==================== design 1
**Design 1: supply network**

Scale bar: 20 um. Pins as bars on the die edge.
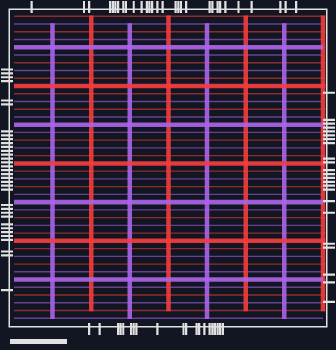

`config.mk`:
```
export PLATFORM = sky130hd
export DESIGN_NAME = adder_pipe
export DESIGN_NICKNAME = d
export VERILOG_FILES = /design/src/rtl/adder_pipe.sv
export SDC_FILE = /design/constraint.sdc
export NUM_CORES = 1
export LEC_CHECK = 0
export ABC_CLOCK_PERIOD_IN_PS = 3440
export CAP_MARGIN = 20
export CELL_PAD_IN_SITES_DETAIL_PLACEMENT = 0
export CELL_PAD_IN_SITES_GLOBAL_PLACEMENT = 1
export CORE_UTILIZATION = 39
export CTS_CLUSTER_DIAMETER = 120
export DETAILED_ROUTE_END_ITERATION = 7
export PLACE_DENSITY_LB_ADDON = 0.1
export SETUP_SLACK_MARGIN = 0.1
export SLEW_MARGIN = 20
export SYNTH_ARGS = -nofsm -noshare
export SYNTH_HDL_FRONTEND = slang
export SYNTH_SLANG_ARGS = --single-unit
```
`constraint.sdc`:
```
create_clock -name clk -period 3.44 [get_ports clk]
set_clock_uncertainty 0.1 [all_clocks]
set_input_delay 0.516 -clock clk [delete_from_list [all_inputs] [get_ports clk]]
set_output_delay 0.516 -clock clk [all_outputs]
set_load 0.01 [all_outputs]
```
`src/rtl/adder_pipe.sv`:
```
// Pipelined carry-lookahead adder/subtractor with valid/ready flow control.
// Define ADDER_PIPE_FLAGS_EN to build the registered ovf/zero flags; otherwise they read 0.
module adder_pipe #(
   parameter int unsigned WIDTH  = 32,
   parameter int unsigned STAGES = 2
) (
   input  logic             clk,
   input  logic             rst_n,
   input  logic             in_valid,
   output logic             in_ready,
   input  logic             sub,
   input  logic             cin,
   input  logic [WIDTH-1:0] in1,
   input  logic [WIDTH-1:0] in2,
   output logic             out_valid,
   input  logic             out_ready,
   output logic [WIDTH-1:0] out,
   output logic             cout,
   output logic             ovf,
   output logic             zero
);

   localparam int unsigned CW = WIDTH / STAGES;
   localparam int unsigned NG = CW / 4;

   // Returns carries c[0..4] of one 4-bit lookahead group.
   function automatic logic [4:0] cla4_carry(input logic [3:0] p, input logic [3:0] g,
                                             input logic c0);
      logic [4:0] c;
      c[0] = c0;
      c[1] = g[0] | (p[0] & c0);
      c[2] = g[1] | (p[1] & g[0]) | (p[1] & p[0] & c0);
      c[3] = g[2] | (p[2] & g[1]) | (p[2] & p[1] & g[0]) | (p[2] & p[1] & p[0] & c0);
      c[4] = g[3] | (p[3] & g[2]) | (p[3] & p[2] & g[1]) | (p[3] & p[2] & p[1] & g[0])
           | (p[3] & p[2] & p[1] & p[0] & c0);
      return c;
   endfunction

   logic [STAGES-1:0] vld_q, vld_d, load;

   // A stage loads when empty or when its contents move on this cycle.
   always_comb begin
      logic nxt;
      nxt  = out_ready;
      load = '0;
      for (int k = STAGES - 1; k >= 0; k--) begin
         nxt     = !vld_q[k] || nxt;
         load[k] = nxt;
      end
   end

   assign in_ready = load[0];

   always_ff @(posedge clk or negedge rst_n) begin
      if (!rst_n) vld_q <= '0;
      else        vld_q <= vld_d;
   end

   for (genvar k = 0; k < STAGES; k++) begin : g_stage
      localparam int unsigned BW = WIDTH - k * CW;

      logic             v_src, c_src;
      logic [WIDTH-1:0] sa_src;
      logic [BW-1:0]    b_src;
      logic [WIDTH-1:0] sa_q, sa_d;
      logic             c_q, c_d;
      logic [CW-1:0]    p, g, s;
      logic [CW:0]      cv;

      if (k == 0) begin : g_head
         assign v_src  = in_valid;
         assign c_src  = cin ^ sub;
         assign sa_src = in1;
         assign b_src  = in2 ^ {WIDTH{sub}};
      end else begin : g_body
         assign v_src  = vld_q[k-1];
         assign c_src  = g_stage[k-1].c_q;
         assign sa_src = g_stage[k-1].sa_q;
         assign b_src  = g_stage[k-1].g_bq.b_q;
      end

      assign p = sa_src[k*CW +: CW] ^ b_src[CW-1:0];
      assign g = sa_src[k*CW +: CW] & b_src[CW-1:0];

      // Groups ripple into each other within the chunk.
      always_comb begin
         logic [4:0] c4;
         c4    = '0;
         cv    = '0;
         cv[0] = c_src;
         for (int i = 0; i < NG; i++) begin
            c4            = cla4_carry(p[4*i +: 4], g[4*i +: 4], cv[4*i]);
            cv[4*i+1 +: 4] = c4[4:1];
         end
      end

      assign s        = p ^ cv[CW-1:0];
      assign vld_d[k] = load[k] ? v_src : vld_q[k];

      // sa carries finished sum bits below this chunk and untouched A bits above it.
      always_comb begin
         sa_d = sa_q;
         c_d  = c_q;
         if (load[k] && v_src) begin
            sa_d             = sa_src;
            sa_d[k*CW +: CW] = s;
            c_d              = cv[CW];
         end
      end

      always_ff @(posedge clk or negedge rst_n) begin
         if (!rst_n) begin
            sa_q <= '0;
            c_q  <= 1'b0;
         end else begin
            sa_q <= sa_d;
            c_q  <= c_d;
         end
      end

      if (k < STAGES - 1) begin : g_bq
         logic [BW-CW-1:0] b_q, b_d;

         always_comb begin
            b_d = b_q;
            if (load[k] && v_src) b_d = b_src[BW-1:CW];
         end

         always_ff @(posedge clk or negedge rst_n) begin
            if (!rst_n) b_q <= '0;
            else        b_q <= b_d;
         end
      end

`ifdef ADDER_PIPE_FLAGS_EN
      logic z_src, z_q, z_d;

      if (k == 0) begin : g_zhead
         assign z_src = 1'b1;
      end else begin : g_zbody
         assign z_src = g_stage[k-1].z_q;
      end

      always_comb begin
         z_d = z_q;
         if (load[k] && v_src) z_d = z_src & (s == '0);
      end

      always_ff @(posedge clk or negedge rst_n) begin
         if (!rst_n) z_q <= 1'b0;
         else        z_q <= z_d;
      end

      if (k == STAGES - 1) begin : g_ovf
         logic ovf_q, ovf_d;

         always_comb begin
            ovf_d = ovf_q;
            if (load[k] && v_src) ovf_d = cv[CW] ^ cv[CW-1];
         end

         always_ff @(posedge clk or negedge rst_n) begin
            if (!rst_n) ovf_q <= 1'b0;
            else        ovf_q <= ovf_d;
         end
      end
`endif
   end

   assign out_valid = vld_q[STAGES-1];
   assign out       = g_stage[STAGES-1].sa_q;
   assign cout      = g_stage[STAGES-1].c_q;

`ifdef ADDER_PIPE_FLAGS_EN
   assign ovf  = g_stage[STAGES-1].g_ovf.ovf_q;
   assign zero = g_stage[STAGES-1].z_q;
`else
   assign ovf  = 1'b0;
   assign zero = 1'b0;
`endif

endmodule

```
==================== design 2
[config.mk]
export PLATFORM = sky130hd
export DESIGN_NAME = row_scanout
export DESIGN_NICKNAME = d
export VERILOG_FILES = /design/src/rtl/row_scanout.sv
export SDC_FILE = /design/constraint.sdc
export NUM_CORES = 1
export LEC_CHECK = 0
export ABC_AREA = 1
export CELL_PAD_IN_SITES_DETAIL_PLACEMENT = 0
export CELL_PAD_IN_SITES_GLOBAL_PLACEMENT = 2
export CORE_MARGIN = 2
export CORE_UTILIZATION = 27
export CTS_CLUSTER_SIZE = 25
export DETAILED_ROUTE_END_ITERATION = 16
export GPL_TIMING_DRIVEN = 0
export PLACE_DENSITY_LB_ADDON = 0.15
export SLEW_MARGIN = 20
export SYNTH_ARGS = -nofsm -noshare
export SYNTH_HDL_FRONTEND = slang
export SYNTH_SLANG_ARGS = --single-unit
[constraint.sdc]
create_clock -name clock -period 2.55 [get_ports clock]
set_input_delay 0.3825 -clock clock [delete_from_list [all_inputs] [get_ports clock]]
set_output_delay 0.3825 -clock clock [all_outputs]
set_load 0.02 [all_outputs]
[src/rtl/row_scanout.sv]
// row_scanout -- raster timing generator and row-buffer scan-out for a
// ping-pong line buffer feeding a parallel RGB display.
//
// Ports:
//   clock         sole clock
//   reset         synchronous, active-high
//   address_read  read address into the front row buffer (pixel column)
//   data_read     buffer read data, valid one clock after address_read
//   swap          one-clock pulse exchanging front and back row buffers
//   row_request   one-clock pulse asking the writer to fill the back buffer
//   row_number    row the writer must fill, stable between requests
//   row_done      one-clock pulse from the writer: back buffer filled
//   hsync, vsync  active-low sync outputs
//   de            display enable
//   rgb           pixel output (zero outside the active area)
//   underrun      sticky flag: a row was not ready at its swap point
module row_scanout #(
   parameter int A        = 9,
   parameter int S        = 24,
   parameter int H_ACTIVE = 320,
   parameter int H_FP     = 8,
   parameter int H_SYNC   = 48,
   parameter int H_BP     = 24,
   parameter int V_ACTIVE = 240,
   parameter int V_FP     = 3,
   parameter int V_SYNC   = 4,
   parameter int V_BP     = 15
) (
   input  logic         clock,
   input  logic         reset,
   output logic [A-1:0] address_read,
   input  logic [S-1:0] data_read,
   output logic         swap,
   output logic         row_request,
   output logic [8:0]   row_number,
   input  logic         row_done,
   output logic         hsync,
   output logic         vsync,
   output logic         de,
   output logic [S-1:0] rgb,
   output logic         underrun
);

   localparam int H_TOTAL = H_ACTIVE + H_FP + H_SYNC + H_BP;
   localparam int V_TOTAL = V_ACTIVE + V_FP + V_SYNC + V_BP;
   localparam int HW      = $clog2(H_TOTAL);
   localparam int VW      = $clog2(V_TOTAL);
   localparam int HS_BEGIN = H_ACTIVE + H_FP;
   localparam int HS_END   = H_ACTIVE + H_FP + H_SYNC;
   localparam int VS_BEGIN = V_ACTIVE + V_FP;
   localparam int VS_END   = V_ACTIVE + V_FP + V_SYNC;

   logic [HW-1:0] h;
   logic [VW-1:0] v;
   logic [HW-1:0] h_next;
   logic [VW-1:0] v_next;
   logic          h_wrap;
   logic [9:0]    nv_cur;
   logic [9:0]    nv_nxt;
   logic          visible_now;
   logic          line_end;
   logic          underrun_evt;
   logic          ready;
   logic          underrun_q;
   logic          de_s1;
   logic          hs_s1;
   logic          vs_s1;

   // Next visible row for a given line: {defined, row}. Defined on every
   // line whose successor is visible, plus the last line of the frame,
   // which prefetches row 0.
   function automatic logic [9:0] next_visible(input logic [VW-1:0] line);
      if (int'(line) == V_TOTAL - 1)
         return {1'b1, 9'd0};
      else if (int'(line) < V_ACTIVE - 1)
         return {1'b1, 9'(int'(line) + 1)};
      else
         return '0;
   endfunction

   always_comb begin
      h_wrap = (int'(h) == H_TOTAL - 1);
      h_next = h_wrap ? '0 : h + 1'b1;
      v_next = v;
      if (h_wrap)
         v_next = (int'(v) == V_TOTAL - 1) ? '0 : v + 1'b1;
   end

   always_comb begin
      nv_cur      = next_visible(v);
      nv_nxt      = next_visible(v_next);
      visible_now = (int'(h) < H_ACTIVE) && (int'(v) < V_ACTIVE);
      line_end    = h_wrap && nv_cur[9];
   end

   // Request/swap/underrun are decoded from the counters so the request
   // appears in the very first cycle after reset release; reset gates them
   // so nothing fires while reset is held.
   always_comb begin
      address_read = visible_now ? A'(h) : '0;
      row_request  = !reset && (h == '0) && nv_cur[9];
      swap         = !reset && line_end && ready;
      underrun_evt = !reset && line_end && !ready;
      underrun     = !reset && (underrun_q || underrun_evt);
   end

   always_ff @(posedge clock) begin
      if (reset) begin
         h          <= '0;
         v          <= VW'(V_TOTAL - 1);
         row_number <= '0;
         ready      <= 1'b0;
         underrun_q <= 1'b0;
         de_s1      <= 1'b0;
         hs_s1      <= 1'b1;
         vs_s1      <= 1'b1;
         de         <= 1'b0;
         hsync      <= 1'b1;
         vsync      <= 1'b1;
         rgb        <= '0;
      end else begin
         h <= h_next;
         v <= v_next;
         // Loaded on the edge entering h=0 so it is valid alongside the
         // combinational row_request of that cycle.
         if (h_wrap && nv_nxt[9])
            row_number <= nv_nxt[8:0];
         // Clear on request wins over a coincident row_done.
         if (row_request)
            ready <= 1'b0;
         else if (row_done)
            ready <= 1'b1;
         if (underrun_evt)
            underrun_q <= 1'b1;
         // Stage 1 aligns timing with the buffer's one-clock read latency;
         // stage 2 is the output register.
         de_s1 <= visible_now;
         hs_s1 <= !((int'(h) >= HS_BEGIN) && (int'(h) < HS_END));
         vs_s1 <= !((int'(v) >= VS_BEGIN) && (int'(v) < VS_END));
         de    <= de_s1;
         hsync <= hs_s1;
         vsync <= vs_s1;
         rgb   <= de_s1 ? data_read : '0;
      end
   end

endmodule

==================== design 3
==> src/rtl/id_ex_stage.sv <==
// rtl/id_ex_stage.sv - ID/EX pipeline register with operand forwarding and load-use stall
module id_ex_stage #(
    parameter bit FWD_EN = 1'b1
) (
    input  logic        clk,
    input  logic        reset_n,
    input  logic        id_valid,
    input  logic [31:0] id_rs_data,
    input  logic [31:0] id_rt_data,
    input  logic [4:0]  id_rs,
    input  logic [4:0]  id_rt,
    input  logic [4:0]  id_rd,
    input  logic [31:0] id_imm,
    input  logic [4:0]  id_shamt,
    input  logic [3:0]  id_alu_control,
    input  logic        id_alu_src,
    input  logic        id_reg_dst,
    input  logic        id_reg_write,
    input  logic        id_mem_read,
    input  logic        id_mem_write,
    input  logic        id_mem_to_reg,
    input  logic        exmem_reg_write,
    input  logic [4:0]  exmem_rd,
    input  logic [31:0] exmem_result,
    input  logic        memwb_reg_write,
    input  logic [4:0]  memwb_rd,
    input  logic [31:0] memwb_data,
    input  logic        flush,
    output logic [31:0] alu_a,
    output logic [31:0] alu_b,
    output logic [3:0]  alu_control,
    output logic [4:0]  shamt,
    output logic        ex_valid,
    output logic        ex_reg_write,
    output logic        ex_mem_read,
    output logic        ex_mem_write,
    output logic        ex_mem_to_reg,
    output logic [4:0]  ex_write_reg,
    output logic [31:0] ex_store_data,
    output logic        stall
);

    localparam logic [3:0] ALU_ADD = 4'b0010;

    logic [4:0]  ex_rs;
    logic [4:0]  ex_rt;
    logic [31:0] ex_rs_data;
    logic [31:0] ex_rt_data;
    logic [31:0] ex_imm;
    logic        ex_alu_src;
    logic [31:0] fwd_a;
    logic [31:0] fwd_b;
    logic        bubble;

    // A load in EX whose destination is read by the decoding instruction must wait one cycle
    assign stall = id_valid & ex_valid & ex_mem_read & (ex_write_reg != 5'd0)
                 & ((ex_write_reg == id_rs) | (ex_write_reg == id_rt));

    // Flush dominates stall, which dominates an otherwise valid capture
    assign bubble = flush | stall | ~id_valid;

    // EX stage register: capture decoded instruction or load a NOP-equivalent bubble
    always_ff @(posedge clk or negedge reset_n) begin
        if (!reset_n) begin
            ex_valid      <= 1'b0;
            ex_reg_write  <= 1'b0;
            ex_mem_read   <= 1'b0;
            ex_mem_write  <= 1'b0;
            ex_mem_to_reg <= 1'b0;
            ex_write_reg  <= 5'd0;
            ex_rs         <= 5'd0;
            ex_rt         <= 5'd0;
            ex_rs_data    <= 32'd0;
            ex_rt_data    <= 32'd0;
            ex_imm        <= 32'd0;
            ex_alu_src    <= 1'b0;
            alu_control   <= ALU_ADD;
            shamt         <= 5'd0;
        end else if (bubble) begin
            ex_valid      <= 1'b0;
            ex_reg_write  <= 1'b0;
            ex_mem_read   <= 1'b0;
            ex_mem_write  <= 1'b0;
            ex_mem_to_reg <= 1'b0;
            ex_write_reg  <= 5'd0;
            ex_rs         <= 5'd0;
            ex_rt         <= 5'd0;
            ex_rs_data    <= 32'd0;
            ex_rt_data    <= 32'd0;
            ex_imm        <= 32'd0;
            ex_alu_src    <= 1'b0;
            alu_control   <= ALU_ADD;
            shamt         <= 5'd0;
        end else begin
            ex_valid      <= 1'b1;
            ex_reg_write  <= id_reg_write;
            ex_mem_read   <= id_mem_read;
            ex_mem_write  <= id_mem_write;
            ex_mem_to_reg <= id_mem_to_reg;
            ex_write_reg  <= id_reg_dst ? id_rd : id_rt;
            ex_rs         <= id_rs;
            ex_rt         <= id_rt;
            ex_rs_data    <= id_rs_data;
            ex_rt_data    <= id_rt_data;
            ex_imm        <= id_imm;
            ex_alu_src    <= id_alu_src;
            alu_control   <= id_alu_control;
            shamt         <= id_shamt;
        end
    end

    // Operand A: youngest producer (EX/MEM) wins over MEM/WB; r0 is never forwarded
    always_comb begin
        fwd_a = ex_rs_data;
        if (FWD_EN && exmem_reg_write && (exmem_rd != 5'd0) && (exmem_rd == ex_rs)) begin
            fwd_a = exmem_result;
        end else if (FWD_EN && memwb_reg_write && (memwb_rd != 5'd0) && (memwb_rd == ex_rs)) begin
            fwd_a = memwb_data;
        end
    end

    // Operand B / store data: same priority rule against rt
    always_comb begin
        fwd_b = ex_rt_data;
        if (FWD_EN && exmem_reg_write && (exmem_rd != 5'd0) && (exmem_rd == ex_rt)) begin
            fwd_b = exmem_result;
        end else if (FWD_EN && memwb_reg_write && (memwb_rd != 5'd0) && (memwb_rd == ex_rt)) begin
            fwd_b = memwb_data;
        end
    end

    assign alu_a         = fwd_a;
    assign alu_b         = ex_alu_src ? ex_imm : fwd_b;
    assign ex_store_data = fwd_b;

endmodule

==> config.mk <==
export PLATFORM = sky130hd
export DESIGN_NAME = id_ex_stage
export DESIGN_NICKNAME = d
export VERILOG_FILES = /design/src/rtl/id_ex_stage.sv
export SDC_FILE = /design/constraint.sdc
export NUM_CORES = 1
export LEC_CHECK = 0
export CAP_MARGIN = 25
export CORE_MARGIN = 10
export CORE_UTILIZATION = 35
export DETAILED_ROUTE_END_ITERATION = 10
export PLACE_DENSITY = 0.71
export SKIP_LAST_GASP = 1
export SLEW_MARGIN = 30
export SYNTH_ARGS = -nofsm -noshare
export SYNTH_HDL_FRONTEND = slang
export SYNTH_SLANG_ARGS = --single-unit
==> constraint.sdc <==
create_clock -name clk -period 2.5 [get_ports clk]
set_clock_uncertainty 0.1 [all_clocks]
set_input_delay 0.375 -clock clk [delete_from_list [all_inputs] [get_ports clk]]
set_output_delay 0.375 -clock clk [all_outputs]
set_load 0.01 [all_outputs]
==================== design 4
File: src/rtl/iopage_bus_ctl_if.sv
// Bus bundle between the CPU-side sequencer and the I/O-page devices.
// Handshake: req is sampled only while the sequencer is idle; every accepted req gets exactly one ack pulse.
interface iopage_bus_ctl_if #(
    parameter int NDEV = 4
);
    logic                 req;
    logic                 we;
    logic                 byte_op;
    logic [12:0]          addr;
    logic [15:0]          wdata;
    logic                 ack;
    logic                 err;
    logic [15:0]          rdata;
    logic                 unibus_to;
    logic [12:0]          iopage_addr;
    logic [15:0]          iopage_data;
    logic                 iopage_rd;
    logic                 iopage_wr;
    logic                 iopage_byte_op;
    logic [NDEV-1:0]      dev_decode;
    logic [16*NDEV-1:0]   dev_data;

    modport master (
        output req, we, byte_op, addr, wdata, dev_decode, dev_data,
        input  ack, err, rdata, unibus_to, iopage_addr, iopage_data,
               iopage_rd, iopage_wr, iopage_byte_op
    );

    modport slave (
        input  req, we, byte_op, addr, wdata, dev_decode, dev_data,
        output ack, err, rdata, unibus_to, iopage_addr, iopage_data,
               iopage_rd, iopage_wr, iopage_byte_op
    );
endinterface

File: src/rtl/iopage_bus_ctl.sv
// CPU-side I/O-page bus sequencer: one transfer at a time, lowest-index read-data select,
// and a bus timeout when no device claims the address.
module iopage_bus_ctl #(
    parameter int NDEV      = 4,
    parameter int TO_CYCLES = 16
) (
    input  logic              clk,
    input  logic              reset_n,
    iopage_bus_ctl_if.slave   bus,
    output logic [2:0]        state_dbg
);
    localparam int CW = $clog2(TO_CYCLES);
    localparam logic [CW-1:0] CNT_LAST = CW'(TO_CYCLES - 1);

    typedef enum logic [2:0] {
        IDLE = 3'd0,
        ADDR = 3'd1,
        WR   = 3'd2,
        DONE = 3'd3,
        TMO  = 3'd4
    } state_t;

    state_t          state;
    state_t          state_next;
    logic [CW-1:0]   cnt;
    logic            we_q;
    logic            any_decode;
    logic [15:0]     sel_data;

    assign any_decode = |bus.dev_decode;
    assign state_dbg  = state;

    // Lowest index wins when several devices claim the same address.
    always_comb begin
        sel_data = '0;
        for (int i = NDEV - 1; i >= 0; i--) begin
            if (bus.dev_decode[i]) begin
                sel_data = bus.dev_data[16*i +: 16];
            end
        end
    end

    always_ff @(posedge clk or negedge reset_n) begin
        if (!reset_n) begin
            state <= IDLE;
        end else begin
            state <= state_next;
        end
    end

    always_comb begin
        state_next    = state;
        bus.ack       = 1'b0;
        bus.err       = 1'b0;
        bus.unibus_to = 1'b0;
        bus.iopage_rd = 1'b0;
        bus.iopage_wr = 1'b0;
        case (state)
            IDLE: begin
                if (bus.req) begin
                    state_next = ADDR;
                end
            end
            ADDR: begin
                bus.iopage_rd = !we_q;
                if (any_decode) begin
                    state_next = we_q ? WR : DONE;
                end else if (cnt == CNT_LAST) begin
                    state_next = TMO;
                end
            end
            WR: begin
                bus.iopage_wr = 1'b1;
                state_next    = DONE;
            end
            DONE: begin
                bus.ack    = 1'b1;
                state_next = IDLE;
            end
            TMO: begin
                bus.ack       = 1'b1;
                bus.err       = 1'b1;
                bus.unibus_to = 1'b1;
                state_next    = IDLE;
            end
            default: begin
                state_next = IDLE;
            end
        endcase
    end

    // Bus registers only load on an accepted request, so they stay stable through and after ack.
    always_ff @(posedge clk or negedge reset_n) begin
        if (!reset_n) begin
            cnt                <= '0;
            we_q               <= 1'b0;
            bus.rdata          <= '0;
            bus.iopage_addr    <= '0;
            bus.iopage_data    <= '0;
            bus.iopage_byte_op <= 1'b0;
        end else begin
            case (state)
                IDLE: begin
                    if (bus.req) begin
                        cnt                <= '0;
                        we_q               <= bus.we;
                        bus.iopage_addr    <= bus.addr;
                        bus.iopage_data    <= bus.wdata;
                        bus.iopage_byte_op <= bus.byte_op;
                    end
                end
                ADDR: begin
                    if (any_decode) begin
                        if (!we_q) begin
                            bus.rdata <= sel_data;
                        end
                    end else if (cnt == CNT_LAST) begin
                        bus.rdata <= '0;
                    end else begin
                        cnt <= cnt + CW'(1);
                    end
                end
                default: begin
                end
            endcase
        end
    end
endmodule

File: src/flat_wrapper.sv
// flat-port wrapper written by rule: the top's interface ports become plain ports
module iopage_bus_ctl_flat 
#(
    parameter int NDEV      = 4,
    parameter int TO_CYCLES = 16
)
  (clk, reset_n, state_dbg, bus_req, bus_we, bus_byte_op, bus_addr, bus_wdata, bus_dev_decode, bus_dev_data, bus_ack, bus_err, bus_rdata, bus_unibus_to, bus_iopage_addr, bus_iopage_data, bus_iopage_rd, bus_iopage_wr, bus_iopage_byte_op);
  iopage_bus_ctl_if #(.NDEV(NDEV)) bus_i ();
  input  logic clk;
  input  logic reset_n;
  output logic [2:0] state_dbg;
  input wire logic [$bits(bus_i.req)-1:0] bus_req;
  input wire logic [$bits(bus_i.we)-1:0] bus_we;
  input wire logic [$bits(bus_i.byte_op)-1:0] bus_byte_op;
  input wire logic [$bits(bus_i.addr)-1:0] bus_addr;
  input wire logic [$bits(bus_i.wdata)-1:0] bus_wdata;
  input wire logic [$bits(bus_i.dev_decode)-1:0] bus_dev_decode;
  input wire logic [$bits(bus_i.dev_data)-1:0] bus_dev_data;
  output wire logic [$bits(bus_i.ack)-1:0] bus_ack;
  output wire logic [$bits(bus_i.err)-1:0] bus_err;
  output wire logic [$bits(bus_i.rdata)-1:0] bus_rdata;
  output wire logic [$bits(bus_i.unibus_to)-1:0] bus_unibus_to;
  output wire logic [$bits(bus_i.iopage_addr)-1:0] bus_iopage_addr;
  output wire logic [$bits(bus_i.iopage_data)-1:0] bus_iopage_data;
  output wire logic [$bits(bus_i.iopage_rd)-1:0] bus_iopage_rd;
  output wire logic [$bits(bus_i.iopage_wr)-1:0] bus_iopage_wr;
  output wire logic [$bits(bus_i.iopage_byte_op)-1:0] bus_iopage_byte_op;
  assign bus_i.req = bus_req;
  assign bus_i.we = bus_we;
  assign bus_i.byte_op = bus_byte_op;
  assign bus_i.addr = bus_addr;
  assign bus_i.wdata = bus_wdata;
  assign bus_i.dev_decode = bus_dev_decode;
  assign bus_i.dev_data = bus_dev_data;
  assign bus_ack = bus_i.ack;
  assign bus_err = bus_i.err;
  assign bus_rdata = bus_i.rdata;
  assign bus_unibus_to = bus_i.unibus_to;
  assign bus_iopage_addr = bus_i.iopage_addr;
  assign bus_iopage_data = bus_i.iopage_data;
  assign bus_iopage_rd = bus_i.iopage_rd;
  assign bus_iopage_wr = bus_i.iopage_wr;
  assign bus_iopage_byte_op = bus_i.iopage_byte_op;
  iopage_bus_ctl #(.NDEV(NDEV), .TO_CYCLES(TO_CYCLES)) u_core (.clk(clk), .reset_n(reset_n), .bus(bus_i), .state_dbg(state_dbg));
endmodule
File: config.mk
export PLATFORM = sky130hd
export DESIGN_NAME = iopage_bus_ctl_flat
export DESIGN_NICKNAME = d
export VERILOG_FILES = /design/src/rtl/iopage_bus_ctl_if.sv /design/src/rtl/iopage_bus_ctl.sv /design/src/flat_wrapper.sv
export SDC_FILE = /design/constraint.sdc
export NUM_CORES = 1
export LEC_CHECK = 0
export CAP_MARGIN = 5
export CORE_MARGIN = 4
export CORE_UTILIZATION = 29
export DETAILED_ROUTE_END_ITERATION = 6
export HOLD_SLACK_MARGIN = 0.08
export PLACE_DENSITY = 0.63
export SYNTH_ARGS = -nofsm -noshare
export SYNTH_HDL_FRONTEND = slang
export SYNTH_SLANG_ARGS = --single-unit
export TNS_END_PERCENT = 100
File: constraint.sdc
create_clock -name clk -period 4.7 [get_ports clk]
set_input_delay 0.705 -clock clk [delete_from_list [all_inputs] [get_ports clk]]
set_output_delay 0.705 -clock clk [all_outputs]
set_load 0.005 [all_outputs]

==> screenshots <==
Clock distribution.
shot_01.png
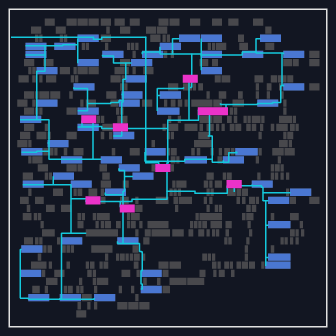
shot_02.png
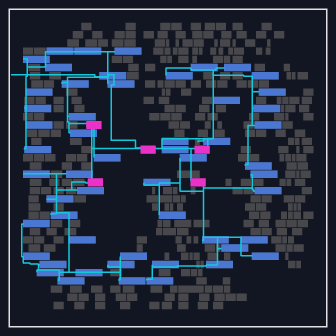
shot_03.png
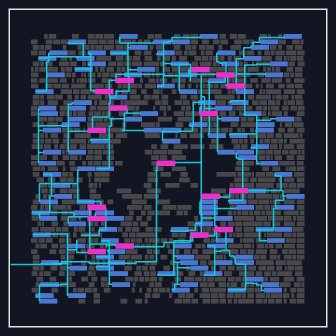
shot_04.png
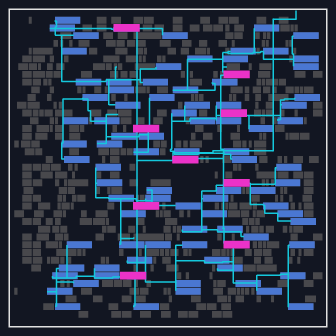
For design 1, see shot_04.png.
For design 3, see shot_03.png.
For design 4, see shot_02.png.
For design 2, see shot_01.png.
The one with the most sequential cells is shot_03.png.

Key to shot_02.png:
[blue] flip-flops | count: 54
[cyan] clock wires | length: 683 um
[magenta] clock drivers | count: 5
flops lie: spread over the die
routed clock nets: 6

**Design 2: supply network**

Scale bar: 20 um. Pins as bars on the die edge.
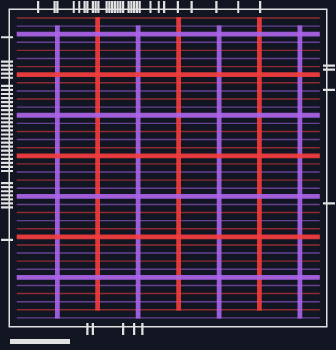
| color | net |
|---|---|
| purple | VSS |
| red | VDD |
met1 rails: 38
met5 straps: 7
rows: 37

==> deck_impl_summary.md, design 2 <==
Key Metrics from the Run

Detailed routing
  – Via count: 2589
  – Metal-1 WL: 3590 um

Global routing
  – GR Layer Usage met1: 18.0%

Cells and area
  – Logic inverters: 66
  – Most frequent cells in the layout: nor2_1 (72), clkdlybuf4s50_1 (67), nand2_1 (62), inv_1 (60), dfxtp_1 (53)
  – Area Overhead vs Synth: 43.0%
  – ClkCell Share: 5.17%
  – Layout fillers: 1093
  – Layout cell share with drive strength beyond 1: 17.8%
  – Num sequential: 59
  – Clock Buffer Count: 9
  – Comb area share: 35.4%
  – Seq/total area: 29.6%

Setup path
  – Worst Setup SP: v[4]
  – Worst endpoint required time: 2170 ps
  – Reg2reg path depth: 16

Outcome
  – Status: complete, no violations

Die
  – Ports: 75
  – Rows: 37

Logic synthesis
  – Synth warn: 0
  – Ys flop type: dfxtp_1

Final timing
  – Worst setup margin: 125 ps

Clock tree
  – Worst-path clk slew: 70 ps

Pwr
  – PwrDens: 475 mW/mm2
  – Sw power: 467 uW
==> design 2: state kept, by name (all words and copies together), names as in the netlist, 9 cells and up <==
| name | count |
|---|---|
| rgb | 24 |
| v | 9 |
| h | 9 |
| row_number | 9 |
==> design 2: logic make-up after synthesis <==
kind of cell,synth area share (%)
simple gates,38.3
xor+xnor,1.25
compound gates,6.05
flops,42.0
fa+ha+maj,2.67
buf+inv,9.75
==> design 2: worst max-delay path, delay by kind of cell, from the launching register on <==
kind	cells	cell delay [ps]
and+or+nand+nor	3	660
AOI/OAI and AO/OA	1	250
buffers and inverters	2	440
DFF	1	360
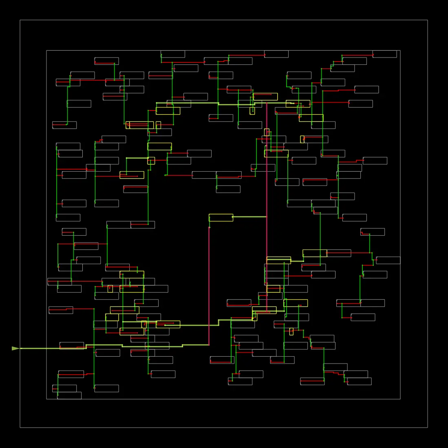
**Above:** design 3 (clock nets).
num sequential: 126
Clk power: 2300 uW
total CTS buffers: 17

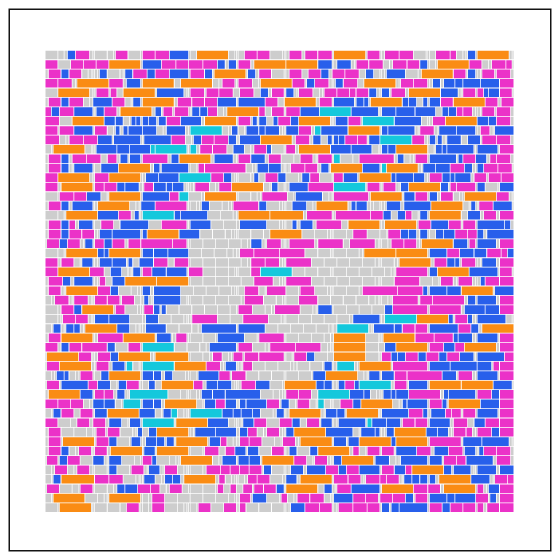
**Above:** design 3 (cell classes on the final placement).
Fill, decap, tap and diode cells in gray.
| color | class | cells | share of their area |
|---|---|---|---|
| blue | combinational and other logic | 473 | 35% |
| orange | sequential cells | 126 | 23% |
| magenta | remaining buffers and delay cells | 471 | 38% |
| cyan | clock drivers and dummy loads | 30 | 3.9% |

==> deck_impl_summary.md, design 3 <==
Key Metrics from the Run

Outcome
  – Status: finished, violations left
  – Failing checks: setup timing

Final timing
  – Worst setup margin: -474 ps
  – Final setup vio count: 96

Logic synthesis
  – Post-Synth Adder-Cell Area: 0%
  – Chip Area, Yosys: 0.00645 mm2
  – Simple-Gate Fraction of Synth Area: 21.3%

Flow run
  – Max-capacitance violation count: 0

Detailed routing
  – Via count: 7035
  – Vias per inst: 5.28

Placement
  – Dpl cells: 1228
  – Final GP Congestion: 0.880
  – Pre-CTS setup slack: -1070 ps

Cells and area
  – Final nets: 1295
  – Layout fillers: 1067
  – Most frequent cells in the layout: clkdlybuf4s50_1 (213), buf_6 (127), dfrtp_1 (123), and2_1 (119), buf_4 (44)

Setup path
  – Critical Path Stages: 11
  – CP Launch Type: register

Global routing
  – Gr ovfl total: 0

Pwr
  – Max IR drop VDD: 0.485 mV

Clock tree
  – Clock Sinks: 126
  – Post_cts resized: 744

Die
  – Die Ht: 156 um
  – Die Wd: 156 um
==> design 3: power breakdown <==
part | total, uW | leakage (uW) | switching [uW] | internal [uW]
registers | 2160 | 0.00169 | 43.8 | 2120
clock network | 2300 | 0.000265 | 908 | 1400
logic | 1660 | 0.00408 | 699 | 962
==> design 3: routing by layer <==
layer  vias up  track usage [%]  wire length, um
met4         0             9.45             1390
met2       401             42.1            17300
met1      3465             28.1            12300
li1       3091                -                -
met5         -                0                0
met3        78             8.60             3070
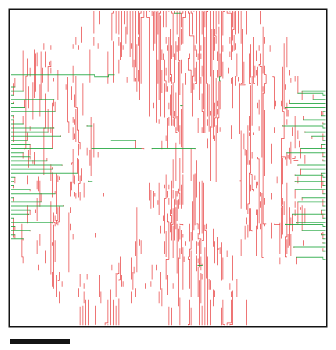
**Above:** design 4 (routed metal, one color a layer).
Scale bar: 20 um. Two of the layers only.
| color | layer | wire length |
|---|---|---|
| red | metal 2 | 4010 um |
| green | metal 3 | 598 um |

==> deck_impl_summary.md, design 4 <==
Key Metrics from the Run

Outcome
  – Status: complete, no violations

Global routing
  – Met3 Usage GRT: 4.76%
  – GR Layer Usage met1: 16.5%
  – Gr ovfl total: 0

Cells and area
  – Design area: 0.00437 mm2
  – Seq/total area: 30.9%
  – Clock Buffer Count: 5
  – Most frequent cells in the layout: clkdlybuf4s50_1 (154), dfrtp_1 (54), mux2_2 (32), nor2b_1 (18), nand2_1 (17)
  – Signal buffers: 158

Pwr
  – Biggest consumer: combinational cells
  – Final Power: 2060 uW

Final timing
  – RSZ-0062 raised after global routing: no
  – Setup TNS: 0 ps

Logic synthesis
  – Post-synthesis average cell area: 11.9 um2
  – Cells after synthesis: 229
  – Synth warn: 0

Detailed routing
  – Antenna-violating nets left: 0
  – DRT Pass-1 Iters: 4
  – Via count: 2437

Setup path
  – Worst Setup End Kind: register

Placement
  – Placed instance area: 0.00429 mm2
[design 4: worst min path at each step]
stage / from / endpoint / slack [ps]
2_1_floorplan: reset_n / u_core.bus.iopage_addr[0] / 410
3_3_place_gp: u_core.bus.rdata[0] / u_core.bus.rdata[0] / 480
3_5_place_dp: u_core.bus.rdata[13] / u_core.bus.rdata[13] / 490
4_1_cts: u_core.bus.rdata[13] / u_core.bus.rdata[13] / 510
5_1_grt: u_core.bus.rdata[14] / u_core.bus.rdata[14] / 530
6_report: reset_n / u_core.bus.rdata[3] / 510
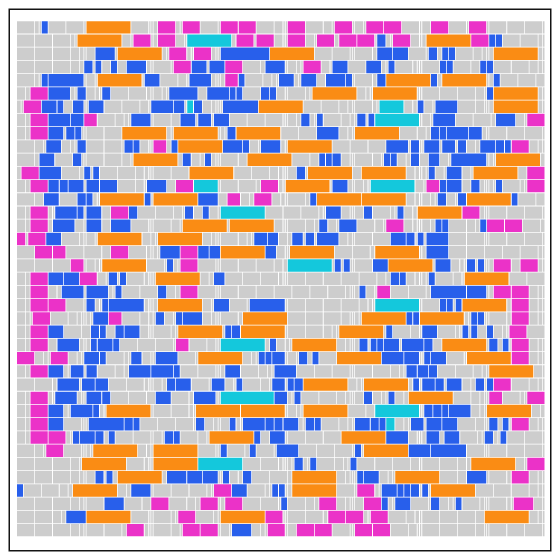
**Above:** design 1 (cell classes on the final placement).
Fill, decap, tap and diode cells in gray.
| color | class | cells | share of their area |
|---|---|---|---|
| orange | sequential cells | 84 | 35% |
| cyan | clock drivers and dummy loads | 14 | 4.9% |
| magenta | remaining buffers and delay cells | 115 | 19% |
| blue | combinational and other logic | 353 | 41% |

About 'supply network' of design 1:
| color | net |
|---|---|
| red | VDD |
| purple | VSS |
signal pins: 107
met5 straps: 7

==> deck_impl_summary.md, design 1 <==
Key Metrics from the Run

Outcome
  – Status: finished, violations left
  – Failing checks: DRC

Logic synthesis
  – Post-synth ARST share: 100%
  – Seq share, synth: 45.4%
  – Chip Area, Yosys: 0.00463 mm2
  – Post-synthesis average cell area: 10.2 um2

Detailed routing
  – DRC violations left: 13

Setup path
  – CP arrival: 3180 ps
  – Worst Setup SP: g_stage[0].sa_q[20]

Cells and area
  – Top cell category: combinational gates
  – Top logic cell by instance count in the layout: clkdlybuf4s50_1

Placement
  – Dpl cells: 695

Global routing
  – M2 GR Usage: 29.6%
  – Largest net degree at the start of global routing: 85

Pwr
  – Clk power: 963 uW
  – Seq pwr: 1430 uW

Clock tree
  – Worst-Skew Late Latency: 330 ps
design 1: flip-flops by register name, summed over array words and instances, names as in the netlist:
register	flops
cout	1
out	32
g_stage.sa_q	32
g_stage.c_q	1
g_stage.g_bq.b_q	16
vld_q	2
design 1: critical path, delay by kind of cell, from the launching register on:
| family | cells | cell delay, ps |
|---|---|---|
| AND/OR/NAND/NOR | 1 | 140 |
| flip-flops | 1 | 410 |
| AND-OR/OR-AND | 5 | 1240 |
| adder cells (fa/ha/maj) | 2 | 790 |
| multiplexers | 1 | 260 |


==> notes/layouts.md <==
Pictures saved along the way, in no particular order.

Routed metal, one color a layer.
(a)
Scale bar: 20 um. Two of the layers only.
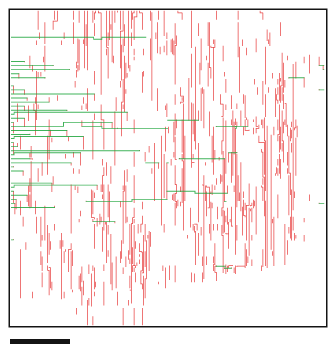
(b)
Scale bar: 20 um. Two of the layers only.
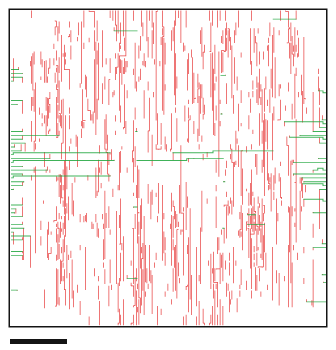
(c)
Scale bar: 50 um. Two of the layers only.
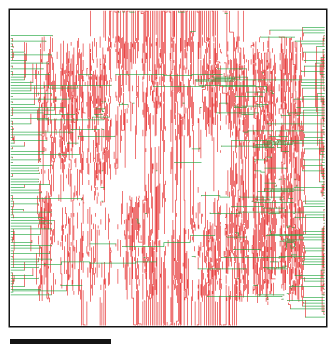
(a) -> design 2
(c) -> design 3
(b) -> design 1
Of these, most wire: (c)


==> screenshots <==
Clock nets.
picture 1
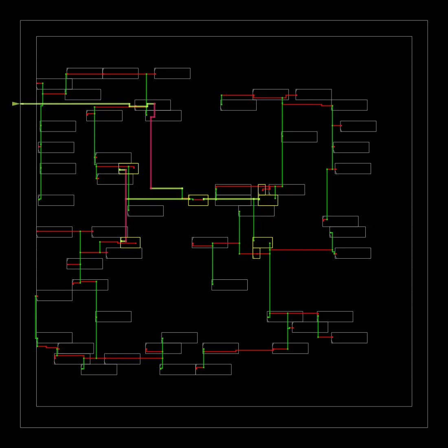
picture 2
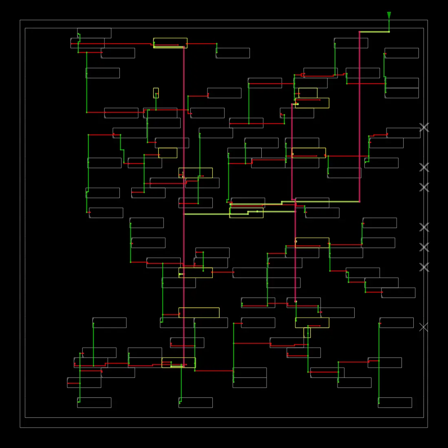
picture 3
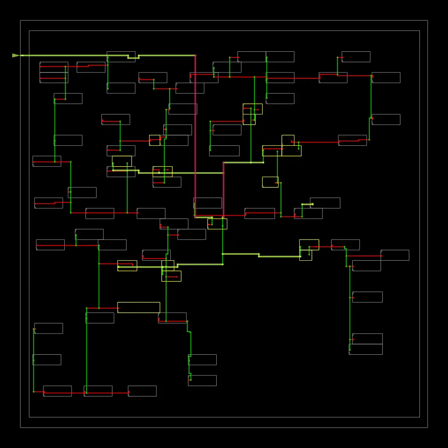
| from | picture |
|---|---|
| design 2 | picture 3 |
| design 4 | picture 1 |
| design 1 | picture 2 |

Power is estimated from default activity; no workload was simulated.
